# ---- block 1 ----
<file path="src/rtl/spmmio_dbgbridge.sv">
// rtl/spmmio_dbgbridge.sv - byte-stream host link to Wishbone initiator debug bridge
module spmmio_dbgbridge #(
  parameter int unsigned timeout_cycles = 255
) (
  input  logic        clk,
  input  logic        reset,
  input  logic [0:7]  rx_data,
  input  logic        rx_valid,
  output logic [0:7]  tx_data,
  output logic        tx_valid,
  input  logic        tx_ready,
  output logic [0:23] adr_o,
  output logic        cyc_o,
  output logic        stb_o,
  output logic        we_o,
  output logic [0:3]  sel_o,
  output logic [0:31] dat_o,
  input  logic        ack_i,
  input  logic [0:31] dat_i,
  output logic        busy
);

  typedef enum logic [2:0] {S_IDLE, S_ADDR, S_WDATA, S_BUS, S_RESP} state_t;

  localparam logic [15:0] TMO_LIMIT = 16'(timeout_cycles);

  state_t      r_state;
  state_t      w_state_next;
  logic [1:0]  r_cnt;
  logic        r_we;
  logic [0:3]  r_sel;
  logic [0:21] r_adr;
  logic [0:31] r_dat;
  logic        r_cyc;
  logic [15:0] r_tmo;
  logic [0:39] r_resp;
  logic [2:0]  r_resp_cnt;

  logic [0:3]  w_op;
  logic        w_op_ok;
  logic        w_tmo_reach;
  logic        w_bus_done;

  assign w_op        = rx_data[0:3];
  assign w_op_ok     = (w_op == 4'h1) || (w_op == 4'h2);
  assign w_tmo_reach = (r_tmo + 16'd1) == TMO_LIMIT;
  assign w_bus_done  = r_cyc && (ack_i || w_tmo_reach);

  always_ff @(posedge clk) begin
    if (reset) r_state <= S_IDLE;
    else       r_state <= w_state_next;
  end

  always_comb begin
    w_state_next = r_state;
    case (r_state)
      S_IDLE:  if (rx_valid) w_state_next = w_op_ok ? S_ADDR : S_RESP;
      S_ADDR:  if (rx_valid && r_cnt == 2'd2) w_state_next = r_we ? S_WDATA : S_BUS;
      S_WDATA: if (rx_valid && r_cnt == 2'd3) w_state_next = S_BUS;
      S_BUS:   if (w_bus_done) w_state_next = S_RESP;
      S_RESP:  if (tx_ready && r_resp_cnt == 3'd1) w_state_next = S_IDLE;
      default: w_state_next = S_IDLE;
    endcase
  end

  always_comb begin
    tx_valid = (r_state == S_RESP);
    busy     = (r_state != S_IDLE);
    cyc_o    = r_cyc;
    stb_o    = r_cyc;
    we_o     = r_cyc & r_we;
    tx_data  = r_resp[0:7];
    adr_o    = {r_adr, 2'b00};
    sel_o    = r_sel;
    dat_o    = r_dat;
  end

  // Datapath; r_cyc rises one cycle after BUS entry and ack beats timeout.
  always_ff @(posedge clk) begin
    if (reset) begin
      r_cnt      <= '0;
      r_we       <= 1'b0;
      r_sel      <= '0;
      r_adr      <= '0;
      r_dat      <= '0;
      r_cyc      <= 1'b0;
      r_tmo      <= '0;
      r_resp     <= '0;
      r_resp_cnt <= '0;
    end else begin
      if (r_state != S_BUS) r_tmo <= '0;
      case (r_state)
        S_IDLE: if (rx_valid) begin
          if (w_op_ok) begin
            r_sel <= rx_data[4:7];
            r_we  <= (w_op == 4'h2);
            r_cnt <= '0;
          end else begin
            r_resp     <= {8'hE0, 32'h0};
            r_resp_cnt <= 3'd1;
          end
        end
        S_ADDR: if (rx_valid) begin
          case (r_cnt)
            2'd0:    r_adr[0:7]   <= rx_data;
            2'd1:    r_adr[8:15]  <= rx_data;
            default: r_adr[16:21] <= rx_data[0:5];
          endcase
          r_cnt <= (r_cnt == 2'd2) ? 2'd0 : r_cnt + 2'd1;
        end
        S_WDATA: if (rx_valid) begin
          case (r_cnt)
            2'd0:    r_dat[0:7]   <= rx_data;
            2'd1:    r_dat[8:15]  <= rx_data;
            2'd2:    r_dat[16:23] <= rx_data;
            default: r_dat[24:31] <= rx_data;
          endcase
          r_cnt <= r_cnt + 2'd1;
        end
        S_BUS: begin
          if (!r_cyc) begin
            r_cyc <= 1'b1;
          end else if (ack_i) begin
            r_cyc <= 1'b0;
            if (r_we) begin
              r_resp     <= {8'hA5, 32'h0};
              r_resp_cnt <= 3'd1;
            end else begin
              r_resp     <= {8'hA5, dat_i};
              r_resp_cnt <= 3'd5;
            end
          end else if (w_tmo_reach) begin
            r_cyc      <= 1'b0;
            r_resp     <= {8'hEE, 32'h0};
            r_resp_cnt <= 3'd1;
          end else begin
            r_tmo <= r_tmo + 16'd1;
          end
        end
        S_RESP: if (tx_ready) begin
          r_resp     <= {r_resp[8:39], 8'h00};
          r_resp_cnt <= r_resp_cnt - 3'd1;
        end
        default: ;
      endcase
    end
  end

endmodule

</file>
<file path="config.mk">
export PLATFORM = sky130hd
export DESIGN_NAME = spmmio_dbgbridge
export DESIGN_NICKNAME = d
export VERILOG_FILES = /design/src/rtl/spmmio_dbgbridge.sv
export SDC_FILE = /design/constraint.sdc
export NUM_CORES = 1
export LEC_CHECK = 0
export CAP_MARGIN = 20
export CORE_UTILIZATION = 48
export CTS_CLUSTER_DIAMETER = 50
export CTS_CLUSTER_SIZE = 16
export DETAILED_ROUTE_END_ITERATION = 7
export PLACE_DENSITY = 0.76
export SYNTH_ARGS = -nofsm -noshare
export SYNTH_HDL_FRONTEND = slang
export SYNTH_SLANG_ARGS = --single-unit
</file>
<file path="constraint.sdc">
create_clock -name clk -period 5.3 [get_ports clk]
set_input_delay 0.53 -clock clk [delete_from_list [all_inputs] [get_ports clk]]
set_output_delay 0.53 -clock clk [all_outputs]
set_load 0.05 [all_outputs]
</file>
Figure 1. Routing congestion map (block 1).
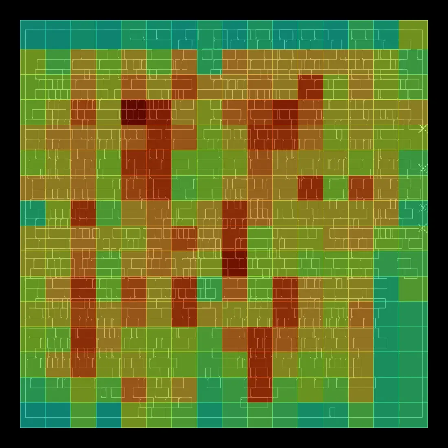
core utilization of the finished layout: 63.66%
Tot GR Track Use: 24.19%
WL per Instance: 16.37 µm

==> reports/metrics.cfg <==
[setup_path]
wp_depth = 10

[synthesis]
post_synth_most_frequent_cells = 124 x sky130_fd_sc_hd__dfxtp_1, 81 x sky130_fd_sc_hd__nor2_1, 75 x sky130_fd_sc_hd__nand2_1
synth-edff-count = 0
post-synth-top-area-fraction_pct = 43.24
synth_sequential_area_ratio_pct = 43.24
yosysCellCount = 679

[floorplan]
initial_utilization_pct = 49.85
rows = 39

[pwr]
power_density_nw_per_um2 = 326.7
pwr-share-clk_pct = 46.1
p_sw_w = 0.0006079

[job]
openroad.warnings = 32

[min_path]
hold_path_startpoint = r_adr[1]$_SDFFE_PP0P_
hold-path-cell-count = 2

[finish]
layout.cells.largest_class = logic gates
comb_area_share_pct = 38.95
comb_cells = 472

[sta]
unrepaired_setup_endpoints_after_global_routing = no
timing_hold_violations_final = 0
final.hold.worst_slack_ns = 0.4537

[global_route]
groute.layer.met3.usage_pct = 9.799
initial_antenna_violation_count = 0
first_global_vias = 4984
globalRoute.busiestLayer = met2

[outcome]
run_status = finished, violations left
violations = design-rule violations

[drt]
route.final.wire_length_um = 14850
dr.max_layer_used = met4
drt_drc_violations_left = 8

Figure 2. Signal wires on met2 (block 1).
Scale bar: 20 µm. Cells faint in the background.
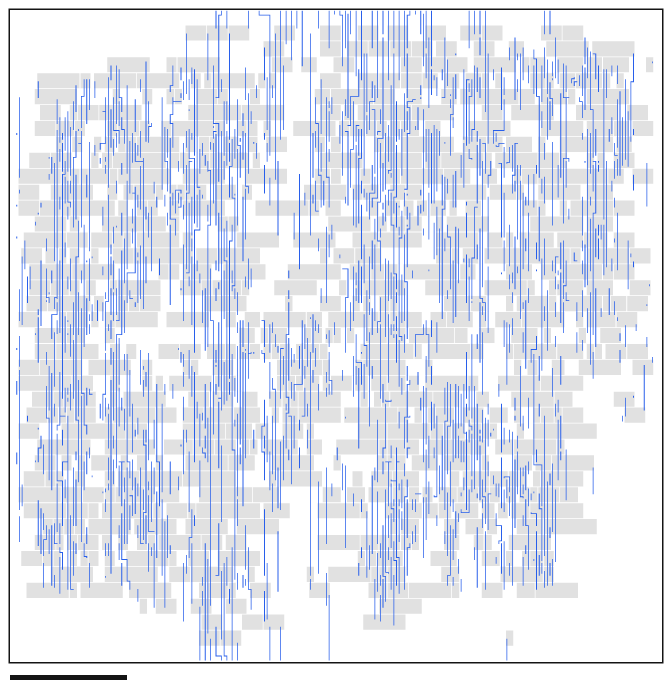
main direction: vertical
nets with wire on the layer: 683
wire length on this layer: 7230 µm
longest straight run: 47.6 µm

## registers in the layout, indices dropped and copies added, names as in the netlist
| signal | count |
|---|---|
| r_cnt | 2 |
| r_state | 3 |
| r_tmo | 16 |
| r_we | 1 |
| r_resp_cnt | 3 |
| cyc_o | 1 |
| r_adr | 22 |
| sel_o | 4 |
| r_resp | 40 |
| dat_o | 32 |
## cells by family after synthesis
kind of cell,after synthesis,synth area share (%)
DFF,124,43.24
muxes,13,2.267
and+or+nand+nor,269,22.19
adders and majority gates,9,1.962
xor gates and xnor gates,19,2.899
other,1,0.06533
buffers and inverters,84,7.323
AOI/OAI and AO/OA,160,20.05

# ---- block 2 ----
Figure 3. Routing congestion map (block 2).
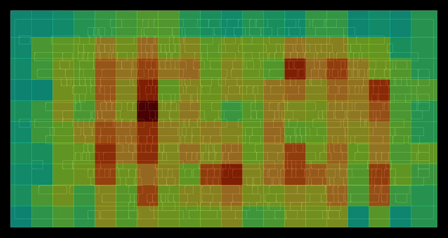
Figure 4. Local utilization (block 2).
The die is cut into 14 by 7 equal tiles; white is low, dark blue is high, 0 to 100% covered.
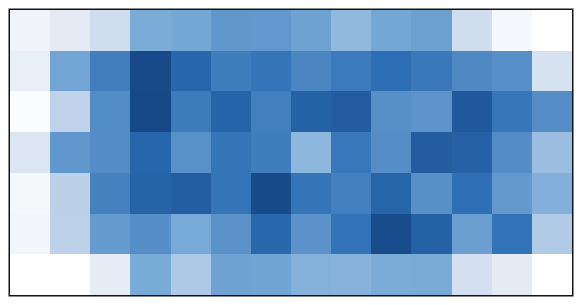
## config.mk

```make
export PLATFORM = sky130hd
export DESIGN_NAME = tchk_window_monitor
export DESIGN_NICKNAME = d
export VERILOG_FILES = /design/src/rtl/tchk_window_monitor.sv
export SDC_FILE = /design/constraint.sdc
export NUM_CORES = 1
export LEC_CHECK = 0
export CAP_MARGIN = 20
export CORE_ASPECT_RATIO = 0.5
export CORE_UTILIZATION = 45
export DETAILED_ROUTE_END_ITERATION = 10
export HOLD_SLACK_MARGIN = 0.05
export PLACE_DENSITY_LB_ADDON = 0.25
export SLEW_MARGIN = 20
export SYNTH_ARGS = -nofsm -noshare
export SYNTH_HDL_FRONTEND = slang
export SYNTH_SLANG_ARGS = --single-unit
```

## constraint.sdc

```tcl
create_clock -name clk -period 2.86 [get_ports clk]
set_input_delay 0.572 -clock clk [delete_from_list [all_inputs] [get_ports clk]]
set_output_delay 0.572 -clock clk [all_outputs]
set_load 0.01 [all_outputs]
```

## src/rtl/tchk_window_monitor.sv

```systemverilog
// Cycle-based setup/hold window monitor: tracks per-bit data ages and the age of the
// last strobe edge, and reports setup/hold violations with pulses, bit masks and counters.
`timescale 1ns/1ps
module tchk_window_monitor #(
    parameter int WIDTH = 8,
    parameter int SETUP = 6,
    parameter int HOLD  = 2,
    parameter int CNT_W = 16
) (
    input  logic             clk,
    input  logic             rst,
    input  logic [WIDTH-1:0] in_i,
    input  logic             strobe_i,
    input  logic             en_i,
    input  logic             clr_i,
    output logic             setup_viol_o,
    output logic             hold_viol_o,
    output logic [WIDTH-1:0] viol_bits_o,
    output logic [CNT_W-1:0] setup_cnt_o,
    output logic [CNT_W-1:0] hold_cnt_o,
    output logic             sticky_o
);

    localparam int AGE_MAX = (SETUP > HOLD) ? SETUP : HOLD;
    localparam int AGE_W   = $clog2(AGE_MAX + 2);
    localparam logic [AGE_W-1:0] SETUP_A  = AGE_W'(SETUP);
    localparam logic [AGE_W-1:0] HOLD_A   = AGE_W'(HOLD);
    localparam logic [AGE_W-1:0] HAGE_MAX = AGE_W'(HOLD + 1);
    localparam logic [AGE_W-1:0] AGE_ONE  = AGE_W'(1);

    logic [WIDTH-1:0] in_q, in_d;
    logic             strobe_q, strobe_d;
    logic             primed_q, primed_d;
    logic [AGE_W-1:0] age_q [WIDTH];
    logic [AGE_W-1:0] age_d [WIDTH];
    logic [AGE_W-1:0] hage_q, hage_d;
    logic             setup_viol_q, setup_viol_d;
    logic             hold_viol_q, hold_viol_d;
    logic [WIDTH-1:0] viol_bits_q, viol_bits_d;
    logic [CNT_W-1:0] setup_cnt_q, setup_cnt_d;
    logic [CNT_W-1:0] hold_cnt_q, hold_cnt_d;
    logic             sticky_q, sticky_d;

    logic [WIDTH-1:0] d;
    logic             sedge;
    logic [WIDTH-1:0] sbits;
    logic [WIDTH-1:0] hbits;

    // Ages saturate at SETUP / HOLD+1, which already means "far enough away to be safe".
    always_comb begin
        d            = '0;
        sedge        = 1'b0;
        sbits        = '0;
        hbits        = '0;
        in_d         = in_i;
        strobe_d     = strobe_i;
        primed_d     = 1'b1;
        age_d        = age_q;
        hage_d       = hage_q;
        setup_viol_d = 1'b0;
        hold_viol_d  = 1'b0;
        viol_bits_d  = viol_bits_q;
        setup_cnt_d  = setup_cnt_q;
        hold_cnt_d   = hold_cnt_q;
        sticky_d     = sticky_q;

        if (primed_q) begin
            d     = in_i ^ in_q;
            sedge = strobe_i & ~strobe_q;

            for (int i = 0; i < WIDTH; i++) begin
                if (d[i]) begin
                    age_d[i] = AGE_ONE;
                end else if (age_q[i] >= SETUP_A) begin
                    age_d[i] = SETUP_A;
                end else begin
                    age_d[i] = age_q[i] + AGE_ONE;
                end
                sbits[i] = sedge && en_i && ((d[i] ? '0 : age_q[i]) < SETUP_A);
            end

            if (sedge) begin
                hage_d = AGE_ONE;
            end else if (hage_q >= HAGE_MAX) begin
                hage_d = HAGE_MAX;
            end else begin
                hage_d = hage_q + AGE_ONE;
            end

            if (en_i && !sedge && (hage_q <= HOLD_A)) begin
                hbits = d;
            end

            if (|sbits) begin
                setup_viol_d = 1'b1;
                viol_bits_d  = sbits;
                sticky_d     = 1'b1;
                if (setup_cnt_q != '1) begin
                    setup_cnt_d = setup_cnt_q + CNT_W'(1);
                end
            end

            if (|hbits) begin
                hold_viol_d = 1'b1;
                viol_bits_d = hbits;
                sticky_d    = 1'b1;
                if (hold_cnt_q != '1) begin
                    hold_cnt_d = hold_cnt_q + CNT_W'(1);
                end
            end
        end

        // Clear wins over a same-cycle increment but leaves the pulses alone.
        if (clr_i) begin
            setup_cnt_d = '0;
            hold_cnt_d  = '0;
            sticky_d    = 1'b0;
            viol_bits_d = '0;
        end
    end

    always_ff @(posedge clk or posedge rst) begin
        if (rst) begin
            in_q         <= '0;
            strobe_q     <= 1'b0;
            primed_q     <= 1'b0;
            for (int i = 0; i < WIDTH; i++) begin
                age_q[i] <= SETUP_A;
            end
            hage_q       <= HAGE_MAX;
            setup_viol_q <= 1'b0;
            hold_viol_q  <= 1'b0;
            viol_bits_q  <= '0;
            setup_cnt_q  <= '0;
            hold_cnt_q   <= '0;
            sticky_q     <= 1'b0;
        end else begin
            in_q         <= in_d;
            strobe_q     <= strobe_d;
            primed_q     <= primed_d;
            age_q        <= age_d;
            hage_q       <= hage_d;
            setup_viol_q <= setup_viol_d;
            hold_viol_q  <= hold_viol_d;
            viol_bits_q  <= viol_bits_d;
            setup_cnt_q  <= setup_cnt_d;
            hold_cnt_q   <= hold_cnt_d;
            sticky_q     <= sticky_d;
        end
    end

    assign setup_viol_o = setup_viol_q;
    assign hold_viol_o  = hold_viol_q;
    assign viol_bits_o  = viol_bits_q;
    assign setup_cnt_o  = setup_cnt_q;
    assign hold_cnt_o   = hold_cnt_q;
    assign sticky_o     = sticky_q;

endmodule

```

==> reports/metrics.cfg <==
[outcome]
run_status = finished clean

[synthesis]
logic_family = AND-OR/OR-AND gates
synthMostInstantiatedCell = sky130_fd_sc_hd__a21oi_1
post_synth_most_frequent_cells = 69 x sky130_fd_sc_hd__a21oi_1, 62 x sky130_fd_sc_hd__dfrtp_1, 31 x sky130_fd_sc_hd__nor2_1
xor_xnor_share_pct = 4.727
post-synth-top-area-fraction_pct = 36.41
aoi_share_pct = 18.41

[setup_path]
timing.critical_path.cells = clkdlybuf4s50_1, xor2_1, or4_4, nand4bb_1, and2_1, nor2_8, mux2i_1
slowest_stage = sky130_fd_sc_hd__or4_4
ff2ff_path_depth = 8

[cts]
hold_buf_cts = 0
clk_root_buffer_cell = sky130_fd_sc_hd__clkbuf_16

[drt]
routed-via-count = 3477

[finish]
comb_cells = 316
syn2layout_area_growth_pct = 26.51
nets = 532

[floorplan]
io_pins = 56

[sta]
timing.fmax_mhz = 399.0

[min_path]
worst_hold_endpoint = hage_q[0]$_DFFE_PP1P_

About Figure 3:
met2 track demand over resource: 32.66%
Most Used Layer, Global Route: met2
core utilization of the finished layout: 60.25%
met3 track demand over resource: 5.484%

About Figure 4:
nearly empty tiles: 5.1%
fullest tile: 90%
densest ninth of the die: centre
tiles over 75% full: 18%
emptiest ninth of the die: lower left
mean over tiles: 53%

-- per-stage QoR --
| stage | area (µm²) | setup WS (ns) |
|---|---|---|
| CTS | 5391 | 0.3247 |
| finish | 5391 | 0.3535 |
| global route | 5391 | 0.2472 |
| detailed placement | 5036 | -0.02574 |
| floorplan | 4262 | 0.2661 |
| global placement | 5036 | 0.04593 |
-- where the power goes --
part	internal, W	leakage, nW	switching [W]
combinational	0.000358	1.05	0.000398
clock	0.000899	0.172	0.000456
sequential	0.00138	1.00	0.000219

# ---- block 3 ----
Figure 5. Signal wires on met1 (block 3).
Scale bar: 20 µm.
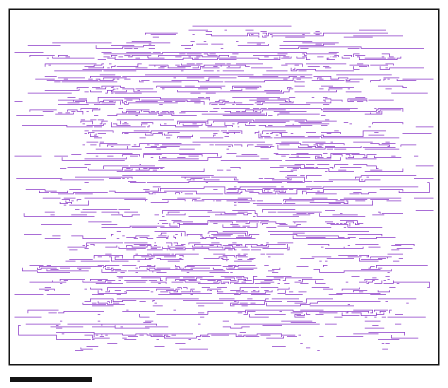
Figure 6. Signal wires on met2 (block 3).
Scale bar: 20 µm. Cells faint in the background.
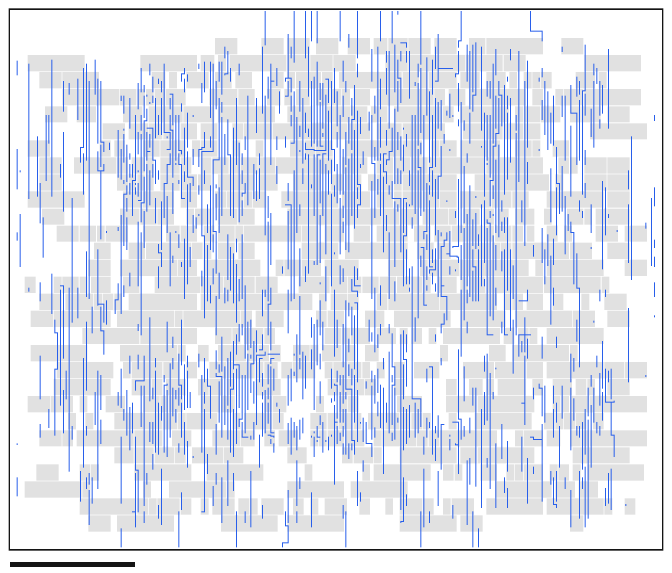
## src/rtl/encoder_pkg.sv

```systemverilog
// rtl/encoder_pkg.sv - shared quadrature direction codes and helpers
//
// Purpose: direction-code type and constants shared between the quadrature
// decoder and its consumers (position tracker, velocity window).
// Ports: none (package).

package encoder_pkg;

    // 2-bit direction code as produced by the quadrature decoder.
    typedef logic [1:0] dir_code_t;

    localparam dir_code_t DIR_IDLE = 2'b00;
    localparam dir_code_t DIR_CW   = 2'b01;
    localparam dir_code_t DIR_CCW  = 2'b10;
    localparam dir_code_t DIR_INV  = 2'b11;

    // True for the two codes that represent real motion.
    function automatic logic dir_is_move(input dir_code_t code);
        return (code == DIR_CW) || (code == DIR_CCW);
    endfunction

endpackage

```

## src/rtl/encoder_velocity_window.sv

```systemverilog
// rtl/encoder_velocity_window.sv - windowed net-step counter producing signed velocity
//
// Purpose: counts net signed steps over a free-running window of WINDOW clk
// cycles and publishes the total once per window.
// Ports:
//   clk, rst_n  - clock, asynchronous active-low reset
//   step_ev     - one step accepted this cycle
//   step_cw     - sign of that step (1 = CW/+1, 0 = CCW/-1)
//   velocity    - signed net steps of the last complete window
//   vel_valid   - one-cycle pulse when velocity updates

module encoder_velocity_window #(
    parameter int WINDOW = 1000,
    parameter int VEL_W  = 12
) (
    input  logic                    clk,
    input  logic                    rst_n,
    input  logic                    step_ev,
    input  logic                    step_cw,
    output logic signed [VEL_W-1:0] velocity,
    output logic                    vel_valid
);

    localparam int CNT_W = $clog2(WINDOW);
    localparam logic [CNT_W-1:0] CNT_LAST = CNT_W'(WINDOW - 1);
    localparam logic [CNT_W-1:0] CNT_ONE  = {{(CNT_W-1){1'b0}}, 1'b1};

    localparam logic signed [VEL_W-1:0] VEL_MAX = {1'b0, {(VEL_W-1){1'b1}}};
    localparam logic signed [VEL_W-1:0] VEL_MIN = {1'b1, {(VEL_W-1){1'b0}}};
    localparam logic signed [VEL_W-1:0] VEL_ONE = {{(VEL_W-1){1'b0}}, 1'b1};

    logic [CNT_W-1:0]        cnt_q, cnt_d;
    logic signed [VEL_W-1:0] acc_q, acc_d;
    logic signed [VEL_W-1:0] velocity_q, velocity_d;
    logic                    vel_valid_q, vel_valid_d;
    logic signed [VEL_W-1:0] acc_next;

    always_comb begin
        // Accumulate this cycle's step first so the closing cycle of a window
        // still includes its own step in the published total.
        acc_next = acc_q;
        if (step_ev) begin
            if (step_cw) begin
                acc_next = (acc_q == VEL_MAX) ? acc_q : acc_q + VEL_ONE;
            end else begin
                acc_next = (acc_q == VEL_MIN) ? acc_q : acc_q - VEL_ONE;
            end
        end

        cnt_d       = (cnt_q == CNT_LAST) ? '0 : cnt_q + CNT_ONE;
        acc_d       = acc_next;
        velocity_d  = velocity_q;
        vel_valid_d = 1'b0;

        if (cnt_q == CNT_LAST) begin
            velocity_d  = acc_next;
            acc_d       = '0;
            vel_valid_d = 1'b1;
        end
    end

    always_ff @(posedge clk or negedge rst_n) begin
        if (!rst_n) begin
            cnt_q       <= '0;
            acc_q       <= '0;
            velocity_q  <= '0;
            vel_valid_q <= 1'b0;
        end else begin
            cnt_q       <= cnt_d;
            acc_q       <= acc_d;
            velocity_q  <= velocity_d;
            vel_valid_q <= vel_valid_d;
        end
    end

    assign velocity  = velocity_q;
    assign vel_valid = vel_valid_q;

endmodule

```

## src/rtl/encoder_position_tracker.sv

```systemverilog
// rtl/encoder_position_tracker.sv - absolute position, step pulses, velocity and error from decoder codes
//
// Purpose: converts the decoder's 2-bit direction code into step events,
// tracks a signed absolute position (clear/load/saturate-or-wrap) and
// reports windowed velocity plus sticky error/overflow flags.
// Ports:
//   clk, rst_n          - clock, asynchronous active-low reset
//   dir                 - direction code (00 idle, 01 CW, 10 CCW, 11 invalid)
//   clear               - position, err, overflow to 0
//   load, load_val      - preset position
//   position            - signed absolute position
//   step, step_dir      - accepted-step pulse and direction of last step
//   velocity, vel_valid - net steps per window and its update pulse
//   err, overflow       - sticky invalid-code and position-limit flags

module encoder_position_tracker
    import encoder_pkg::*;
#(
    parameter int POS_W    = 16,
    parameter int VEL_W    = 12,
    parameter int WINDOW   = 1000,
    parameter int SATURATE = 1
) (
    input  logic                    clk,
    input  logic                    rst_n,
    input  logic [1:0]              dir,
    input  logic                    clear,
    input  logic                    load,
    input  logic signed [POS_W-1:0] load_val,
    output logic signed [POS_W-1:0] position,
    output logic                    step,
    output logic                    step_dir,
    output logic signed [VEL_W-1:0] velocity,
    output logic                    vel_valid,
    output logic                    err,
    output logic                    overflow
);

    localparam logic signed [POS_W-1:0] POS_MAX = {1'b0, {(POS_W-1){1'b1}}};
    localparam logic signed [POS_W-1:0] POS_MIN = {1'b1, {(POS_W-1){1'b0}}};
    localparam logic signed [POS_W-1:0] POS_ONE = {{(POS_W-1){1'b0}}, 1'b1};

    dir_code_t               dir_q, dir_d;
    logic signed [POS_W-1:0] pos_q, pos_d;
    logic                    step_q, step_d;
    logic                    step_dir_q, step_dir_d;
    logic                    err_q, err_d;
    logic                    ovf_q, ovf_d;

    logic step_ev;
    logic step_cw;
    logic inv_ev;

    // A code counts only on its first cycle; holding it does not re-step,
    // and a direct CW<->CCW change is a fresh step.
    assign step_ev = dir_is_move(dir) && (dir != dir_q);
    assign step_cw = (dir == DIR_CW);
    assign inv_ev  = (dir == DIR_INV) && (dir_q != DIR_INV);

    always_comb begin
        dir_d      = dir;
        pos_d      = pos_q;
        step_d     = step_ev;
        step_dir_d = step_ev ? step_cw : step_dir_q;
        err_d      = err_q | inv_ev;
        ovf_d      = ovf_q;

        // clear/load override a coincident step for position only; the step
        // still pulses and still reaches the velocity window.
        if (clear) begin
            pos_d = '0;
            err_d = 1'b0;
            ovf_d = 1'b0;
        end else if (load) begin
            pos_d = load_val;
        end else if (step_ev) begin
            if (step_cw) begin
                if (pos_q == POS_MAX) begin
                    ovf_d = 1'b1;
                    pos_d = (SATURATE != 0) ? pos_q : POS_MIN;
                end else begin
                    pos_d = pos_q + POS_ONE;
                end
            end else begin
                if (pos_q == POS_MIN) begin
                    ovf_d = 1'b1;
                    pos_d = (SATURATE != 0) ? pos_q : POS_MAX;
                end else begin
                    pos_d = pos_q - POS_ONE;
                end
            end
        end
    end

    always_ff @(posedge clk or negedge rst_n) begin
        if (!rst_n) begin
            dir_q      <= DIR_IDLE;
            pos_q      <= '0;
            step_q     <= 1'b0;
            step_dir_q <= 1'b0;
            err_q      <= 1'b0;
            ovf_q      <= 1'b0;
        end else begin
            dir_q      <= dir_d;
            pos_q      <= pos_d;
            step_q     <= step_d;
            step_dir_q <= step_dir_d;
            err_q      <= err_d;
            ovf_q      <= ovf_d;
        end
    end

    encoder_velocity_window #(
        .WINDOW (WINDOW),
        .VEL_W  (VEL_W)
    ) u_vel (
        .clk       (clk),
        .rst_n     (rst_n),
        .step_ev   (step_ev),
        .step_cw   (step_cw),
        .velocity  (velocity),
        .vel_valid (vel_valid)
    );

    assign position = pos_q;
    assign step     = step_q;
    assign step_dir = step_dir_q;
    assign err      = err_q;
    assign overflow = ovf_q;

endmodule

```

## config.mk

```make
export PLATFORM = sky130hd
export DESIGN_NAME = encoder_position_tracker
export DESIGN_NICKNAME = d
export VERILOG_FILES = /design/src/rtl/encoder_pkg.sv /design/src/rtl/encoder_velocity_window.sv /design/src/rtl/encoder_position_tracker.sv
export SDC_FILE = /design/constraint.sdc
export NUM_CORES = 1
export LEC_CHECK = 0
export CORE_AREA = 2 2 102 84
export DETAILED_ROUTE_END_ITERATION = 7
export DIE_AREA = 0 0 104 86
export PLACE_DENSITY_LB_ADDON = 0.1
export SLEW_MARGIN = 20
export SYNTH_ARGS = -nofsm -noshare
export SYNTH_HDL_FRONTEND = slang
export SYNTH_SLANG_ARGS = --single-unit
```

## constraint.sdc

```tcl
create_clock -name clk -period 2.7 [get_ports clk]
set_input_delay 0.54 -clock clk [delete_from_list [all_inputs] [get_ports clk]]
set_output_delay 0.54 -clock clk [all_outputs]
set_load 0.05 [all_outputs]
```

==> reports/metrics.cfg <==
[finish]
clock_buffer_count = 10
fillers = 591
clock_cell_area_share_pct = 4.057
multiInputGateArea_um2 = 2626
fraction_of_area_in_registers_pct = 25.41

[synthesis]
post-synth-top-area-fraction_pct = 36.57
synth.cell_area_um2 = 3900
synth_sequential_area_ratio_pct = 36.57

[setup_path]
startpoint = dir[0]
regToRegEndpoint = position[15]$_DFFE_PN0P_
max_stage_delay_ns = 0.34

[global_route]
first_global_vias = 3843
grt_residual_overflow = 0

[place]
placed_cells = 651
placement_cell_area_um2 = 5099
io_buffers = 54

[pwr]
p_seq_w = 0.00122
pwr-share-clk_pct = 23.8
power_density_nw_per_um2 = 700.6
pwr.group.clock_w = 0.000937

[cts]
cells_resized_by_post_cts_repair = 20
cts.reportedPaths.clkPinSlew_ns = 0.07

[sta]
relative_slew_slack_pct = 55.19

[floorplan]
initial_utilization_pct = 49.76

[outcome]
run_status = finished clean

About Figure 5:
wire length on this layer: 5650 µm
main direction: horizontal
share of all routed wire: 47%
nets with wire on the layer: 557

About Figure 6:
nets with wire on the layer: 512
main direction: vertical
share of all routed wire: 43%
wire length on this layer: 5160 µm

[logic make-up (layout without fill, tap and decap cells)]
logic type	Yosys count	after routing	share of synthesized area, %
flops	57	57	36.57
simple gates	172	172	22.33
xor+xnor	25	25	5.614
mux	3	3	0.8341
fa+ha+maj	24	24	7.892
compound gates	124	124	22.62
buf+inv	37	161	4.139
[registers in the layout, summed over array words and instances, names as in the netlist, 2 cells and up]
register and count:
u_vel.cnt_q 10, position 16, u_vel.velocity 12, u_vel.acc_q 12, dir_q 2


==> notes/layouts.md <==
Pictures saved along the way, in no particular order.

The metal 3 layer.
panel A
Scale bar: 20 µm. Cells faint in the background.
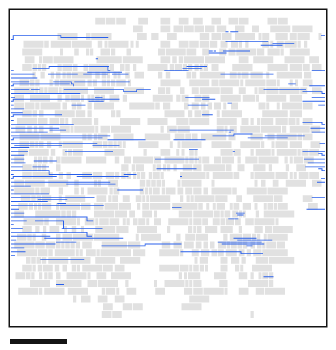
panel B
Scale bar: 20 µm. Cells faint in the background.
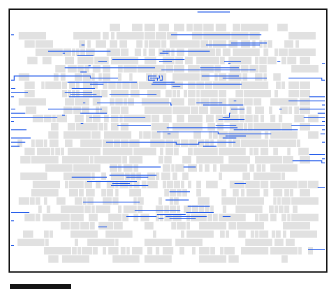
panel C
Scale bar: 50 µm. Cells faint in the background.
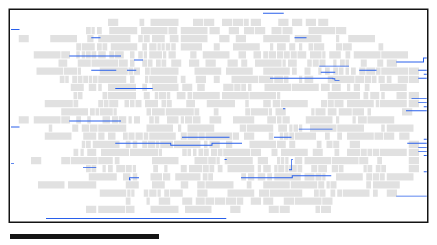
Of these, largest die: panel A
Panel C is block 2.
Panel B is block 3.
Panel A is block 1.

Power is estimated from default activity; no workload was simulated.
